# i2c_slave_responder_flat

### Cell classes on the final placement, i2c_slave_responder_flat

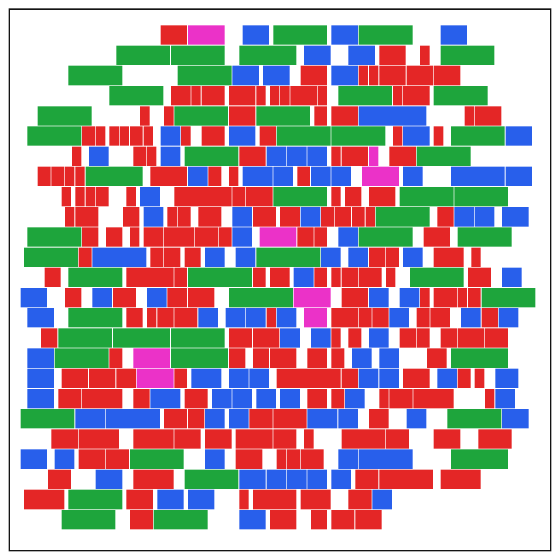

===== src/rtl/i2c_slave_responder_if.sv =====
// i2c_slave_responder_if: open-drain I2C bus pins seen by the target endpoint
interface i2c_slave_responder_if;
  logic scl_in;
  logic sda_in;
  logic sda_oe;
  modport slave (input scl_in, sda_in, output sda_oe);
  modport master (output scl_in, sda_in, input sda_oe);
endinterface


===== src/rtl/i2c_slave_responder.sv =====
// i2c_slave_responder: I2C target that matches an address, ACKs it, then receives write bytes or shifts out read bytes
module i2c_slave_responder #(
  parameter int ADDR_LEN = 7,
  parameter int DATA_LEN = 8,
  parameter logic [ADDR_LEN-1:0] SLAVE_ADDR = 7'h50
) (
  input  logic                clk,
  input  logic                rst,
  i2c_slave_responder_if.slave bus,
  input  logic [DATA_LEN-1:0] tx_data,
  output logic                tx_load,
  output logic [DATA_LEN-1:0] rx_data,
  output logic                rx_valid,
  output logic                addr_match,
  output logic                rw,
  output logic                master_nack,
  output logic                busy
);
  typedef enum logic [2:0] {
    IDLE, GET_ADDR, ADDR_ACK, WRITE_RECV, WRITE_ACK, READ_SEND, READ_ACK_CHECK, IGNORE
  } state_t;
  localparam logic [3:0] A_LAST = 4'(ADDR_LEN);
  localparam logic [3:0] D_LAST = 4'(DATA_LEN - 1);
  localparam logic [3:0] D_LEN = 4'(DATA_LEN);
  state_t state;
  logic [1:0] scl_s, sda_s;
  logic scl_d, sda_d;
  logic [3:0] bit_cnt;
  logic [ADDR_LEN-1:0] addr_sh;
  logic [DATA_LEN-1:0] rx_sh, tx_sh;
  logic phase;
  logic scl, sda, scl_rise, scl_fall, start, stop;
  always_comb begin
    scl = scl_s[1];
    sda = sda_s[1];
    scl_rise = scl & ~scl_d;
    scl_fall = ~scl & scl_d;
    start = scl & scl_d & sda_d & ~sda;
    stop = scl & scl_d & ~sda_d & sda;
  end
  // phase marks the second half of an ACK slot (ours in *_ACK, the master's in READ_ACK_CHECK)
  always_ff @(posedge clk) begin
    if (rst) begin
      state <= IDLE;
      scl_s <= 2'b11;
      sda_s <= 2'b11;
      scl_d <= 1'b1;
      sda_d <= 1'b1;
      bit_cnt <= '0;
      addr_sh <= '0;
      rx_sh <= '0;
      tx_sh <= '0;
      phase <= 1'b0;
      bus.sda_oe <= 1'b0;
      tx_load <= 1'b0;
      rx_data <= '0;
      rx_valid <= 1'b0;
      addr_match <= 1'b0;
      rw <= 1'b0;
      master_nack <= 1'b0;
      busy <= 1'b0;
    end else begin
      scl_s <= {scl_s[0], bus.scl_in};
      sda_s <= {sda_s[0], bus.sda_in};
      scl_d <= scl;
      sda_d <= sda;
      tx_load <= 1'b0;
      rx_valid <= 1'b0;
      addr_match <= 1'b0;
      master_nack <= 1'b0;
      if (start) begin
        state <= GET_ADDR;
        bit_cnt <= '0;
        bus.sda_oe <= 1'b0;
        busy <= 1'b0;
      end else if (stop) begin
        state <= IDLE;
        bit_cnt <= '0;
        bus.sda_oe <= 1'b0;
        busy <= 1'b0;
      end else begin
        case (state)
          GET_ADDR: if (scl_rise) begin
            addr_sh <= {addr_sh[ADDR_LEN-2:0], sda};
            bit_cnt <= bit_cnt + 4'd1;
            if (bit_cnt == A_LAST) begin
              bit_cnt <= '0;
              phase <= 1'b0;
              if (addr_sh == SLAVE_ADDR) begin
                addr_match <= 1'b1;
                rw <= sda;
                busy <= 1'b1;
                state <= ADDR_ACK;
              end else state <= IGNORE;
            end
          end
          ADDR_ACK, WRITE_ACK: if (scl_fall) begin
            phase <= ~phase;
            if (!phase) bus.sda_oe <= 1'b1;
            else if (state == ADDR_ACK && rw) begin
              tx_sh <= tx_data << 1;
              bus.sda_oe <= ~tx_data[DATA_LEN-1];
              tx_load <= 1'b1;
              bit_cnt <= 4'd1;
              state <= READ_SEND;
            end else begin
              bus.sda_oe <= 1'b0;
              state <= WRITE_RECV;
            end
          end
          WRITE_RECV: if (scl_rise) begin
            rx_sh <= {rx_sh[DATA_LEN-2:0], sda};
            bit_cnt <= bit_cnt + 4'd1;
            if (bit_cnt == D_LAST) begin
              bit_cnt <= '0;
              phase <= 1'b0;
              rx_data <= {rx_sh[DATA_LEN-2:0], sda};
              rx_valid <= 1'b1;
              state <= WRITE_ACK;
            end
          end
          READ_SEND: if (scl_fall) begin
            if (bit_cnt == D_LEN) begin
              bus.sda_oe <= 1'b0;
              bit_cnt <= '0;
              phase <= 1'b0;
              state <= READ_ACK_CHECK;
            end else begin
              bus.sda_oe <= ~tx_sh[DATA_LEN-1];
              tx_sh <= tx_sh << 1;
              bit_cnt <= bit_cnt + 4'd1;
            end
          end
          READ_ACK_CHECK: if (scl_rise) begin
            if (sda) begin
              master_nack <= 1'b1;
              busy <= 1'b0;
              state <= IGNORE;
            end else phase <= 1'b1;
          end else if (scl_fall && phase) begin
            phase <= 1'b0;
            tx_sh <= tx_data << 1;
            bus.sda_oe <= ~tx_data[DATA_LEN-1];
            tx_load <= 1'b1;
            bit_cnt <= 4'd1;
            state <= READ_SEND;
          end
          default: bus.sda_oe <= 1'b0;
        endcase
      end
    end
  end
endmodule


===== src/flat_wrapper.sv =====
// flat-port wrapper written by rule: the top's interface ports become plain ports
module i2c_slave_responder_flat 
#(
  parameter int ADDR_LEN = 7,
  parameter int DATA_LEN = 8,
  parameter logic [ADDR_LEN-1:0] SLAVE_ADDR = 7'h50
)
  (clk, rst, tx_data, tx_load, rx_data, rx_valid, addr_match, rw, master_nack, busy, bus_scl_in, bus_sda_in, bus_sda_oe);
  i2c_slave_responder_if bus_i ();
  input  logic clk;
  input  logic rst;
  input  logic [DATA_LEN-1:0] tx_data;
  output logic tx_load;
  output logic [DATA_LEN-1:0] rx_data;
  output logic rx_valid;
  output logic addr_match;
  output logic rw;
  output logic master_nack;
  output logic busy;
  input wire logic [$bits(bus_i.scl_in)-1:0] bus_scl_in;
  input wire logic [$bits(bus_i.sda_in)-1:0] bus_sda_in;
  output wire logic [$bits(bus_i.sda_oe)-1:0] bus_sda_oe;
  assign bus_i.scl_in = bus_scl_in;
  assign bus_i.sda_in = bus_sda_in;
  assign bus_sda_oe = bus_i.sda_oe;
  i2c_slave_responder #(.ADDR_LEN(ADDR_LEN), .DATA_LEN(DATA_LEN), .SLAVE_ADDR(SLAVE_ADDR)) u_core (.clk(clk), .rst(rst), .bus(bus_i), .tx_data(tx_data), .tx_load(tx_load), .rx_data(rx_data), .rx_valid(rx_valid), .addr_match(addr_match), .rw(rw), .master_nack(master_nack), .busy(busy));
endmodule

===== config.mk =====
export PLATFORM = sky130hd
export DESIGN_NAME = i2c_slave_responder_flat
export DESIGN_NICKNAME = d
export VERILOG_FILES = /design/src/rtl/i2c_slave_responder_if.sv /design/src/rtl/i2c_slave_responder.sv /design/src/flat_wrapper.sv
export SDC_FILE = /design/constraint.sdc
export NUM_CORES = 1
export LEC_CHECK = 0
export CORE_MARGIN = 1
export CORE_UTILIZATION = 50
export DETAILED_ROUTE_END_ITERATION = 12
export MAX_ROUTING_LAYER = met4
export PLACE_DENSITY = 0.79
export SKIP_LAST_GASP = 1
export SYNTH_ARGS = -nofsm -noshare
export SYNTH_HDL_FRONTEND = slang
export SYNTH_SLANG_ARGS = --single-unit

===== constraint.sdc =====
create_clock -name clk -period 1.7 [get_ports clk]
set_clock_uncertainty 0.05 [all_clocks]
set_input_delay 0.34 -clock clk [delete_from_list [all_inputs] [get_ports clk]]
set_output_delay 0.34 -clock clk [all_outputs]
set_load 0.005 [all_outputs]

# wb_regfile_flat

## config.mk

```make
export PLATFORM = sky130hd
export DESIGN_NAME = wb_regfile_flat
export DESIGN_NICKNAME = d
export VERILOG_FILES = /design/src/rtl/wb_regfile_if.sv /design/src/rtl/wb_regfile.sv /design/src/flat_wrapper.sv
export SDC_FILE = /design/constraint.sdc
export NUM_CORES = 2
export LEC_CHECK = 0
export ABC_AREA = 1
export CAP_MARGIN = 20
export CORE_MARGIN = 8
export CORE_UTILIZATION = 40
export CTS_CLUSTER_DIAMETER = 120
export DETAILED_ROUTE_END_ITERATION = 6
export PLACE_DENSITY = 0.63
export SETUP_SLACK_MARGIN = 0.15
export SYNTH_ARGS = -nofsm -noshare
export SYNTH_HDL_FRONTEND = slang
export SYNTH_SLANG_ARGS = --single-unit
```

## constraint.sdc

```tcl
create_clock -name cpu_clk -period 3 [get_ports cpu_clk]
set_input_delay 0.6 -clock cpu_clk [delete_from_list [all_inputs] [get_ports cpu_clk]]
set_output_delay 0.6 -clock cpu_clk [all_outputs]
set_load 0.005 [all_outputs]
```

## src/rtl/wb_regfile_if.sv

```systemverilog
// Write-back bundle, decode read ports and retire count between the pipeline and wb_regfile.
// Define RUN_TRACE_EN to add the debug_wb_* commit trace signals.
interface wb_regfile_if #(parameter int RETIRE_W = 32);
  logic                wb_valid;
  logic                wb_we;
  logic [4:0]          wb_waddr;
  logic [31:0]         wb_wdata;
  logic [31:0]         wb_pc;
  logic [4:0]          rs1_addr;
  logic [4:0]          rs2_addr;
  logic [31:0]         rs1_data;
  logic [31:0]         rs2_data;
  logic [RETIRE_W-1:0] retire_cnt;
`ifdef RUN_TRACE_EN
  logic                debug_wb_have_inst;
  logic [31:0]         debug_wb_pc;
  logic                debug_wb_ena;
  logic [4:0]          debug_wb_reg;
  logic [31:0]         debug_wb_value;
`endif

  modport master (
    output wb_valid, wb_we, wb_waddr, wb_wdata, wb_pc, rs1_addr, rs2_addr,
    input  rs1_data, rs2_data, retire_cnt
`ifdef RUN_TRACE_EN
    , input debug_wb_have_inst, debug_wb_pc, debug_wb_ena, debug_wb_reg, debug_wb_value
`endif
  );

  modport slave (
    input  wb_valid, wb_we, wb_waddr, wb_wdata, wb_pc, rs1_addr, rs2_addr,
    output rs1_data, rs2_data, retire_cnt
`ifdef RUN_TRACE_EN
    , output debug_wb_have_inst, debug_wb_pc, debug_wb_ena, debug_wb_reg, debug_wb_value
`endif
  );
endinterface

```

## src/rtl/wb_regfile.sv

```systemverilog
// WB-stage commit into the 32x32 register file with two bypassed combinational read ports
// and a retired-instruction counter. Define RUN_TRACE_EN for the registered commit trace.
module wb_regfile #(
  parameter int RETIRE_W = 32
) (
  input  logic         cpu_clk,
  input  logic         cpu_rst_n,
  wb_regfile_if.slave  bus
);
  localparam int NUM_RD = 2;

  logic [31:0]             regs [1:31];
  logic                    commit;
  logic [RETIRE_W-1:0]     retire_cnt;
  logic [NUM_RD-1:0][4:0]  rd_addr;
  logic [NUM_RD-1:0][31:0] rd_data;

  // Gating with reset keeps the bypass quiet while reset is held.
  assign commit = cpu_rst_n & bus.wb_valid & bus.wb_we & (bus.wb_waddr != 5'd0);

  always_ff @(posedge cpu_clk or negedge cpu_rst_n) begin
    if (!cpu_rst_n) begin
      for (int i = 1; i < 32; i++) regs[i] <= '0;
    end else if (commit) begin
      regs[bus.wb_waddr] <= bus.wb_wdata;
    end
  end

  always_ff @(posedge cpu_clk or negedge cpu_rst_n) begin
    if (!cpu_rst_n)        retire_cnt <= '0;
    else if (bus.wb_valid) retire_cnt <= retire_cnt + RETIRE_W'(1);
  end

  assign bus.retire_cnt = retire_cnt;
  assign rd_addr[0]     = bus.rs1_addr;
  assign rd_addr[1]     = bus.rs2_addr;

  always_comb begin
    rd_data = '0;
    for (int p = 0; p < NUM_RD; p++) begin
      if (rd_addr[p] == 5'd0)                         rd_data[p] = '0;
      else if (commit && bus.wb_waddr == rd_addr[p])  rd_data[p] = bus.wb_wdata;
      else                                            rd_data[p] = regs[rd_addr[p]];
    end
  end

  assign bus.rs1_data = rd_data[0];
  assign bus.rs2_data = rd_data[1];

`ifdef RUN_TRACE_EN
  always_ff @(posedge cpu_clk or negedge cpu_rst_n) begin
    if (!cpu_rst_n) begin
      bus.debug_wb_have_inst <= 1'b0;
      bus.debug_wb_pc        <= '0;
      bus.debug_wb_ena       <= 1'b0;
      bus.debug_wb_reg       <= '0;
      bus.debug_wb_value     <= '0;
    end else begin
      bus.debug_wb_have_inst <= bus.wb_valid;
      bus.debug_wb_pc        <= bus.wb_pc;
      bus.debug_wb_ena       <= commit;
      bus.debug_wb_reg       <= bus.wb_waddr;
      bus.debug_wb_value     <= bus.wb_wdata;
    end
  end
`else
  logic unused_pc;
  assign unused_pc = ^bus.wb_pc;
`endif
endmodule

```

## src/flat_wrapper.sv

```systemverilog
// flat-port wrapper written by rule: the top's interface ports become plain ports
module wb_regfile_flat 
#(
  parameter int RETIRE_W = 32
)
  (cpu_clk, cpu_rst_n, bus_wb_valid, bus_wb_we, bus_wb_waddr, bus_wb_wdata, bus_wb_pc, bus_rs1_addr, bus_rs2_addr, bus_rs1_data, bus_rs2_data, bus_retire_cnt);
  wb_regfile_if #(.RETIRE_W(RETIRE_W)) bus_i ();
  input  logic cpu_clk;
  input  logic cpu_rst_n;
  input wire logic [$bits(bus_i.wb_valid)-1:0] bus_wb_valid;
  input wire logic [$bits(bus_i.wb_we)-1:0] bus_wb_we;
  input wire logic [$bits(bus_i.wb_waddr)-1:0] bus_wb_waddr;
  input wire logic [$bits(bus_i.wb_wdata)-1:0] bus_wb_wdata;
  input wire logic [$bits(bus_i.wb_pc)-1:0] bus_wb_pc;
  input wire logic [$bits(bus_i.rs1_addr)-1:0] bus_rs1_addr;
  input wire logic [$bits(bus_i.rs2_addr)-1:0] bus_rs2_addr;
  output wire logic [$bits(bus_i.rs1_data)-1:0] bus_rs1_data;
  output wire logic [$bits(bus_i.rs2_data)-1:0] bus_rs2_data;
  output wire logic [$bits(bus_i.retire_cnt)-1:0] bus_retire_cnt;
  assign bus_i.wb_valid = bus_wb_valid;
  assign bus_i.wb_we = bus_wb_we;
  assign bus_i.wb_waddr = bus_wb_waddr;
  assign bus_i.wb_wdata = bus_wb_wdata;
  assign bus_i.wb_pc = bus_wb_pc;
  assign bus_i.rs1_addr = bus_rs1_addr;
  assign bus_i.rs2_addr = bus_rs2_addr;
  assign bus_rs1_data = bus_i.rs1_data;
  assign bus_rs2_data = bus_i.rs2_data;
  assign bus_retire_cnt = bus_i.retire_cnt;
  wb_regfile #(.RETIRE_W(RETIRE_W)) u_core (.cpu_clk(cpu_clk), .cpu_rst_n(cpu_rst_n), .bus(bus_i));
endmodule
```

### The clock network, wb_regfile_flat

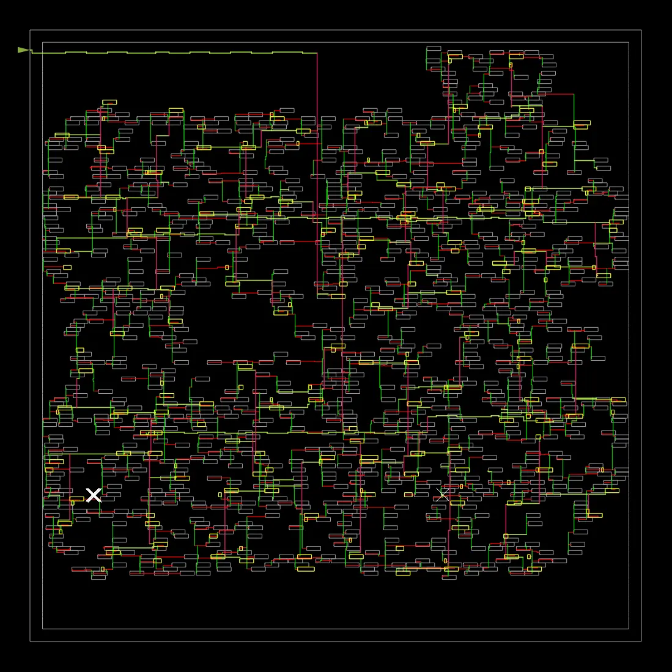
number of clock buffers in the layout: 166
number of clock sinks seen by CTS: 1024

==> results.cfg, wb_regfile_flat <==
; physical design summary
[status]
outcome = complete, but fails checks
failed_checks = DRC

[power_and_ir_drop]
clock_power_share_pct = 38.1
power.largest_group = sequential cells
seq_cell_power_w = 0.0156
pwr.group.clock_w = 0.0143
report.power.total_w = 0.0374

[sta]
finalHoldViolations = 0
max_clock_freq_mhz = 345
grt_setup_unrepaired = yes
setup_slack_ns = 0.100

[flow_run]
max_cap_viol_count = 0

[logic_synthesis]
synth.cellmix.simpleShare_pct = 37.0
synth.cell_area_um2 = 59800
yosys_cells = 9006

[grt]
antenna_found_initial = 9
vias_in_the_first_global_route = 59893

[setup_path]
reg2regPathDepth = 10
worstSetupPathDepth = 13
crit_path_max_fanout = 9

[detailed_routing]
drc = 20

[final_layout]
flop_count = 1024

[floorplanning]
floorplan.die_area_um2 = 162000
die_y_um = 402

[worst_hold_path]
holdPathStages = 3
wb_regfile_flat: placed cells by master (no fill, tap or decap), drive strengths merged, types with 2 or more instances in the layout:
cell type	n
buf	643
bufbuf	6
bufinv	4
clkbuf	206
clkdlybuf4s15	5
clkdlybuf4s50	64
clkinv	31
clkinvlp	6
dfrtp	1024
diode	4
dlygate4sd2	5
inv	1038
nand2	3181
nand3	1946
nand3b	2
nand4	7
nor2	35
nor3	21
o21ai	994
xnor2	10
xor2	25
wb_regfile_flat: flip-flops by register name (all words and copies together) (netlist names):
name / flops
u_core.regs: 992
u_core.bus.retire_cnt: 32
### Clock network drawn from the DEF, i2c_slave_responder_flat

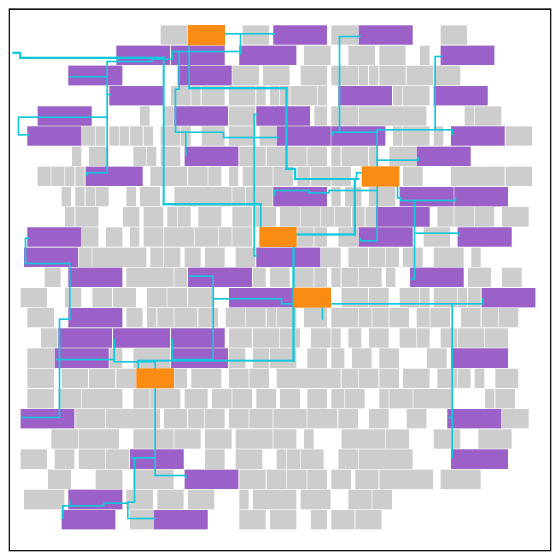
flip-flops: shown in purple, count 50. clock wires: shown in cyan, length 577 µm. clock drivers: shown in orange, count 5.
Position of the flops: spread over the die. There are 6 routed clock nets.
Clock net power: 0.000746 W
insertion delay of the later-clocked pin in the worst-skew pair: 0.31 ns
proportion of power drawn by the clock network: 31.3%

### The clock network, i2c_slave_responder_flat

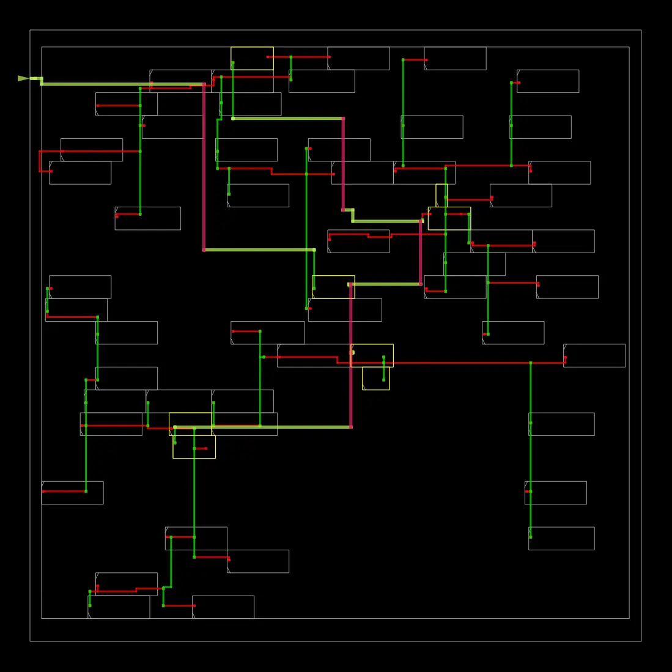
flop count: 50
number of clock sinks seen by CTS: 50
number of clock buffers in the layout: 7
number of buffers added by the clock tree synthesis step: 5

Notes on 'Cell classes on the final placement' of i2c_slave_responder_flat above:
clock drivers and dummy loads: shown in magenta, cells 8, share of their area 2.7%. sequential cells: shown in green, cells 50, share of their area 29%. remaining buffers and delay cells: shown in blue, cells 101, share of their area 26%. combinational and other logic: shown in red, cells 201, share of their area 42%.
register fraction of the total cell area: 28.3%
Non-Filler Cell Area, Final: 3600 µm²
cell row count: 25
Core Region: 4750 µm²
utilization of the core after routing: 75.8%

==> results.cfg, i2c_slave_responder_flat <==
; physical design summary
[floorplanning]
die-width_um = 72.7
ioPinCount = 27

[logic_synthesis]
yosys.area_share.xor_xnor_pct = 1.35
ys_seq_elements = 50
synthTopLogicFamily = simple AND/OR/NAND/NOR gates
synth_area_per_cell_um2 = 9.20

[detailed_routing]
wl_met2_mm = 3.53
drtAntennaViolNets = 0
via_per_inst = 5.59
route.layer.met1.wl_mm = 2.88

[sta]
timing.final.setup_violations = 18
worst_pin_slew_ns = 0.355
setup_slack_ns = -0.204
max_clock_freq_mhz = 525
slew_viol_final = 0

[placement]
place_ws_ns = -0.157
io_buffer_count = 26

[setup_path]
endpoint = u_core.state[2]$_SDFFE_PP0P_
critPathRequiredTime_ns = 1.84
crit_path_max_fanout = 13
cp_cell_sequence = buf_4, o21ai_1, o311a_1, buf_4, nand3_1, nor3b_1

[clock_tree]
htree_levels = 2
cts.clk_slew.worst_paths_ns = 0.09

[status]
outcome = complete, but fails checks
failed_checks = setup timing

[power_and_ir_drop]
netSwitchingPower_w = 0.000629
combinationalPowerShare_pct = 17.6

[grt]
grt_overflow_total = 0
grt_util_all_layers_pct = 25.7

[final_layout]
registers.top_by_ff_count = u_core.rx_data
syn_to_final_growth_pct = 43.9
==> i2c_slave_responder_flat: cell type report <==
cell class,count,area [µm²]
Clock buffer,7,86.3
Clock inverter,1,8.76
Fill cell,344,1150
Inverter,6,22.5
Multi-Input combinational cell,195,1470
Sequential cell,50,1020
Tap cell,67,83.8
Timing Repair Buffer,101,908
==> i2c_slave_responder_flat: worst reg2reg max path: cells and delay by family, from the launching register on <==
| kind | cells | cell delay, ns |
|---|---|---|
| buffers and inverters | 2 | 0.39 |
| DFF | 1 | 0.41 |
| and+or+nand+nor | 2 | 0.38 |
| AOI/OAI and AO/OA | 2 | 0.55 |

==> gallery <==
Where the registers sit.
(a)
Scale bar: 100 µm. Other cells in gray.
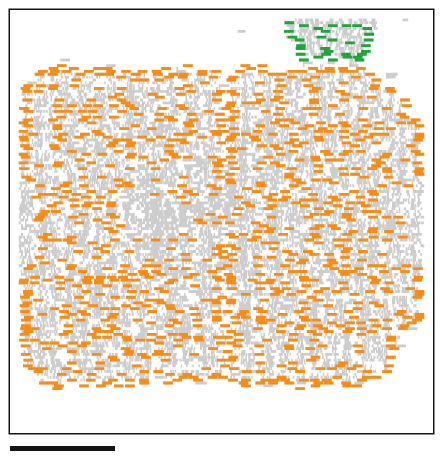
(b)
Scale bar: 20 µm. Other sequential cells in the stronger gray, the rest of the logic in the fainter gray.
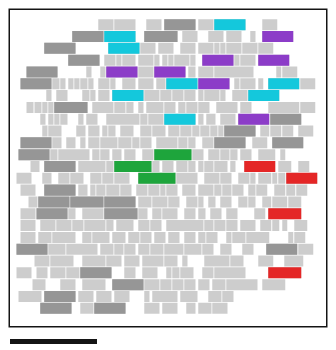
Of these, most sequential cells: (a)
Of these, most cells: (a)
wb_regfile_flat: (a)
i2c_slave_responder_flat: (b)


# fetch_unit

### Cell classes on the final placement, fetch_unit

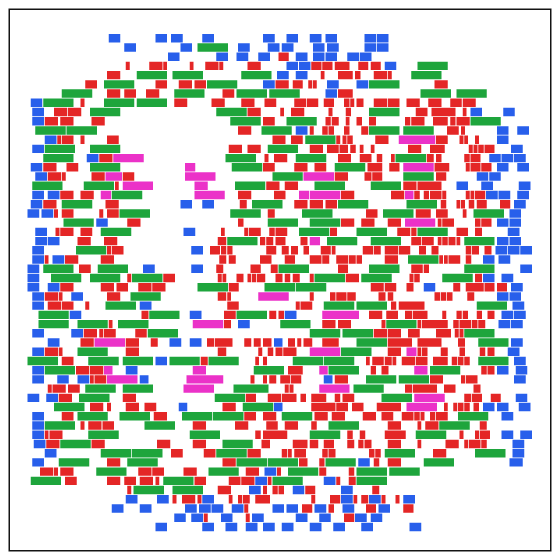
### Clock network drawn from the DEF, fetch_unit

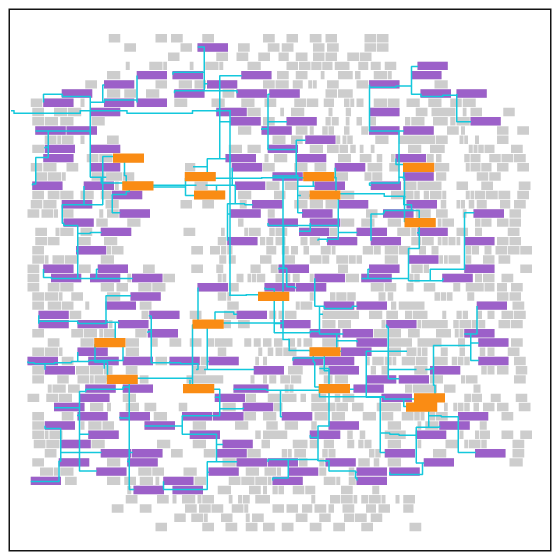
File: src/rtl/fetch_unit_pkg.sv
// Shared definitions for the instruction fetch stage: reset defaults,
// fetch state encoding and the fetch packet carried through the buffer.
package fetch_unit_pkg;

    localparam logic [31:0] RESET_PC_DEFAULT = 32'h0000_0000;
    localparam logic [31:0] NOP_INST_DEFAULT = 32'h0000_0013;  // addi x0, x0, 0

    typedef enum logic {
        ST_RUN  = 1'b0,
        ST_HALT = 1'b1
    } fetch_state_e;

    typedef struct packed {
        logic [31:0] pc;
        logic [31:0] inst;
    } fetch_pkt_t;

endpackage

File: src/rtl/fetch_unit_buf.sv
// Two-entry synchronous FIFO between fetch and decode. Flush has priority
// over push and pop; the caller never pushes when full without popping and
// never pops when empty.
module fetch_buf
    import fetch_unit_pkg::*;
(
    input  logic       clk,
    input  logic       rst_n,
    input  logic       push,
    input  fetch_pkt_t push_data,
    input  logic       pop,
    input  logic       flush,
    output logic [1:0] count,
    output fetch_pkt_t head_data
);

    fetch_pkt_t mem [2];
    logic       head_ptr;
    logic       tail_ptr;

    // Storage, pointers and occupancy; flush empties the buffer outright.
    always_ff @(posedge clk or negedge rst_n) begin
        if (!rst_n) begin
            mem[0]   <= '0;
            mem[1]   <= '0;
            head_ptr <= 1'b0;
            tail_ptr <= 1'b0;
            count    <= 2'd0;
        end else if (flush) begin
            head_ptr <= 1'b0;
            tail_ptr <= 1'b0;
            count    <= 2'd0;
        end else begin
            if (push) begin
                mem[tail_ptr] <= push_data;
                tail_ptr      <= ~tail_ptr;
            end
            if (pop) begin
                head_ptr <= ~head_ptr;
            end
            count <= count + {1'b0, push} - {1'b0, pop};
        end
    end

    assign head_data = mem[head_ptr];

endmodule

File: src/rtl/fetch_unit.sv
// RV32I instruction fetch stage: PC register, next-PC selection, RUN/HALT
// state machine and the decode-facing view of the fetch buffer.
//
// Handshake to decode: id_valid means the id_* outputs hold a fetched
// instruction; the head is consumed on any rising edge where id_valid and
// id_ready are both high. While id_valid is high and id_ready is low the
// id_* outputs do not change (unless a redirect flushes the buffer).
module fetch_unit
    import fetch_unit_pkg::*;
#(
    parameter logic [31:0] RESET_PC = fetch_unit_pkg::RESET_PC_DEFAULT,
    parameter logic [31:0] NOP_INST = fetch_unit_pkg::NOP_INST_DEFAULT
) (
    input  logic        clk,
    input  logic        rst_n,
    output logic [31:0] im_addr,
    input  logic [31:0] im_inst,
    input  logic        redirect_valid,
    input  logic [31:0] redirect_pc,
    output logic        id_valid,
    input  logic        id_ready,
    output logic [31:0] id_pc,
    output logic [31:0] id_pc_plus4,
    output logic [31:0] id_inst,
    output logic        fetch_halted
);

    fetch_state_e state;
    logic [31:0]  pc_q;
    logic [1:0]   buf_count;
    fetch_pkt_t   buf_head;
    fetch_pkt_t   push_pkt;
    logic         running;
    logic         pop;
    logic         fetch;
    logic         flush;
    logic         target_misaligned;

    assign running           = (state == ST_RUN);
    assign pop               = id_valid & id_ready;
    assign fetch             = running & ~redirect_valid & ((buf_count < 2'd2) | pop);
    // Any redirect seen in RUN discards buffered words, aligned or not.
    assign flush             = running & redirect_valid;
    assign target_misaligned = (redirect_pc[1:0] != 2'b00);
    assign push_pkt          = '{pc: pc_q, inst: im_inst};

    // State machine and PC register; HALT is left only through reset.
    always_ff @(posedge clk or negedge rst_n) begin
        if (!rst_n) begin
            state        <= ST_RUN;
            pc_q         <= RESET_PC;
            fetch_halted <= 1'b0;
        end else begin
            case (state)
                ST_RUN: begin
                    if (redirect_valid) begin
                        if (target_misaligned) begin
                            state        <= ST_HALT;
                            fetch_halted <= 1'b1;
                        end else begin
                            pc_q <= redirect_pc;
                        end
                    end else if (fetch) begin
                        pc_q <= pc_q + 32'd4;
                    end
                end
                ST_HALT: begin
                    fetch_halted <= 1'b1;
                end
            endcase
        end
    end

    fetch_buf u_buf (
        .clk       (clk),
        .rst_n     (rst_n),
        .push      (fetch),
        .push_data (push_pkt),
        .pop       (pop),
        .flush     (flush),
        .count     (buf_count),
        .head_data (buf_head)
    );

    // Decode view: buffer head when occupied, a NOP at PC 0 when empty.
    always_comb begin
        id_valid = (buf_count != 2'd0);
        id_pc    = id_valid ? buf_head.pc : 32'd0;
        id_inst  = id_valid ? buf_head.inst : NOP_INST;
    end

    assign id_pc_plus4 = id_pc + 32'd4;
    assign im_addr     = pc_q;

endmodule

File: config.mk
export PLATFORM = sky130hd
export DESIGN_NAME = fetch_unit
export DESIGN_NICKNAME = d
export VERILOG_FILES = /design/src/rtl/fetch_unit_pkg.sv /design/src/rtl/fetch_unit_buf.sv /design/src/rtl/fetch_unit.sv
export SDC_FILE = /design/constraint.sdc
export NUM_CORES = 1
export LEC_CHECK = 0
export CAP_MARGIN = 20
export CORE_MARGIN = 5
export CORE_UTILIZATION = 40
export DETAILED_ROUTE_END_ITERATION = 16
export PLACE_DENSITY = 0.66
export REMOVE_ABC_BUFFERS = 1
export SLEW_MARGIN = 15
export SYNTH_ARGS = -nofsm -noshare
export SYNTH_HDL_FRONTEND = slang
export SYNTH_SLANG_ARGS = --single-unit
File: constraint.sdc
create_clock -name clk -period 8.1 [get_ports clk]
set_input_delay 0.81 -clock clk [delete_from_list [all_inputs] [get_ports clk]]
set_output_delay 0.81 -clock clk [all_outputs]
set_load 0.01 [all_outputs]
==> results.cfg <==
; physical design summary
[clock_tree]
cts_num_sinks = 166
htree_levels = 4
cts.clk_slew.worst_paths_ns = 0.07
cts_tree = built
cts-buffers-inserted = 17
cts.root.buffer_cell = sky130_fd_sc_hd__clkbuf_16

[logic_synthesis]
postSynthCellCount = 779
ys_seq_elements = 166
ys_top_cells_by_area = sky130_fd_sc_hd__dfrtp_1 (47%), sky130_fd_sc_hd__mux2_2 (16%), sky130_fd_sc_hd__mux2i_1 (8.5%)
yosysChipArea_um2 = 8910
synthTopLogicFamily = multiplexers
synth.cellmix.compoundShare_pct = 6.51
yosys.area.top_type_share_pct = 46.6
synth.cellmix.simpleShare_pct = 14.6
postSynth.topFlopCell = sky130_fd_sc_hd__dfrtp_1
synth.area.mux_share_pct = 24.8

[setup_path]
path_type_of_the_worst_setup_path = reg2out
critPathRequiredTime_ns = 7.29
endpoint = id_pc_plus4[30]

[placement]
globalplace.congestion = 0.764
io_buffer_count = 197
dp.final_hpwl_mm = 16.0

[final_layout]
syn_to_final_growth_pct = 30.4
finish.net_count = 1018
flop_count = 166

[floorplanning]
floorplan.die_area_um2 = 25400
die-width_um = 159
fp-utilization_pct = 40.7
ioPinCount = 198

[sta]
slew_viol_final = 0
grt_setup_unrepaired = no

[detailed_routing]
drtAntennaViolNets = 0
drt_iter0_markers = 296

[power_and_ir_drop]
power.combinational.total_w = 0.000914
internal_power_w = 0.00191
p_leak_nw = 5.23
seq_cell_power_w = 0.00104
power.largest_group = sequential cells

[grt]
grt_most_used_layer = met2
grt_util_met2_pct = 29.4

[status]
outcome = finished, final reports clean
About 'Cell classes on the final placement' of fetch_unit:
remaining buffers and delay cells: shown in blue, cells 202, share of their area 18%. combinational and other logic: shown in red, cells 559, share of their area 40%. clock drivers and dummy loads: shown in magenta, cells 32, share of their area 5.6%. sequential cells: shown in green, cells 166, share of their area 37%.
Non-Filler Cell Area, Final: 11600 µm²
Core Region: 21900 µm²
register fraction of the total cell area: 35.8%
cell row count: 54

About 'Clock network drawn from the DEF' of fetch_unit:
clock drivers: shown in orange, count 17. flip-flops: shown in purple, count 166. clock wires: shown in cyan, length 2100 µm.
There are 18 routed clock nets.
insertion delay of the later-clocked pin in the worst-skew pair: 0.42 ns
proportion of power drawn by the clock network: 30.6%
worst clock skew: 0.00873 ns
Clock net power: 0.000860 W

[critical path, stage by stage (launching register included)]
cell                              delay [ns]
sky130_fd_sc_hd__dfrtp_4                0.86
sky130_fd_sc_hd__buf_4                  0.65
sky130_fd_sc_hd__nand3_1                0.27
sky130_fd_sc_hd__a211oi_4               0.44
sky130_fd_sc_hd__nand4_1                0.35
sky130_fd_sc_hd__nor4_2                 0.35
sky130_fd_sc_hd__xor2_1                 0.22
sky130_fd_sc_hd__clkdlybuf4s50_1        0.59


## Gallery

Cells by drive strength.
picture 1
Scale bar: 20 µm.
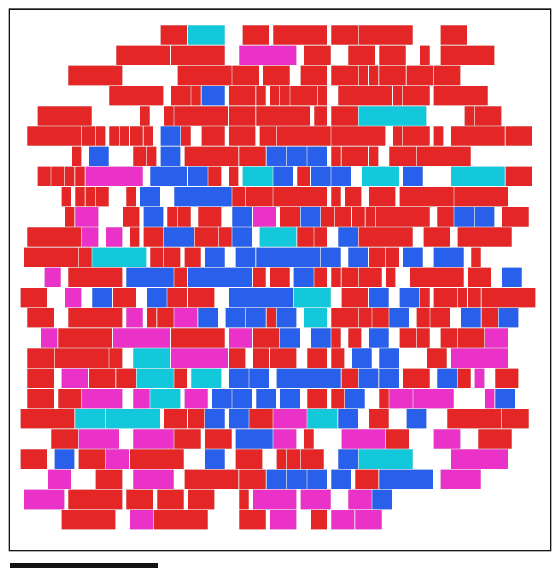
picture 2
Scale bar: 50 µm.
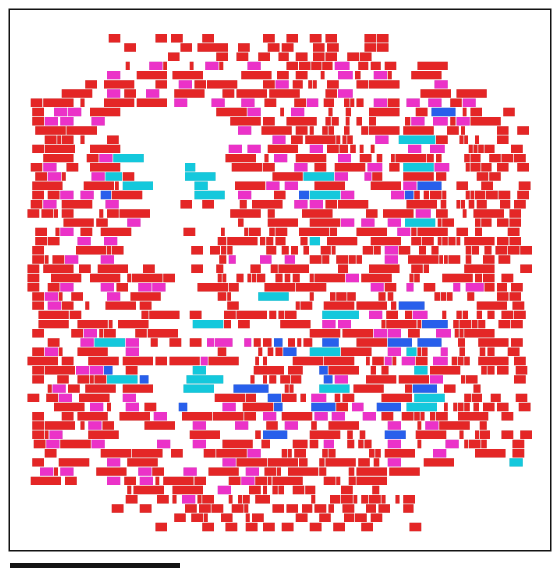
picture 3
Scale bar: 100 µm.
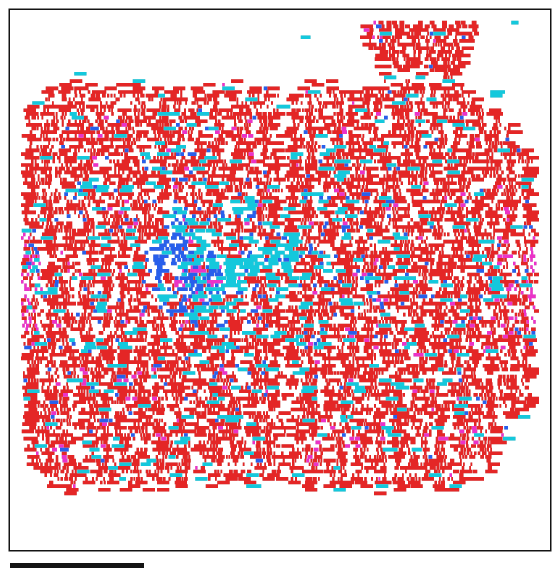
- picture 1 = i2c_slave_responder_flat
- picture 2 = fetch_unit
- picture 3 = wb_regfile_flat

No activity file was given, so power comes from the tool's default toggle rates.
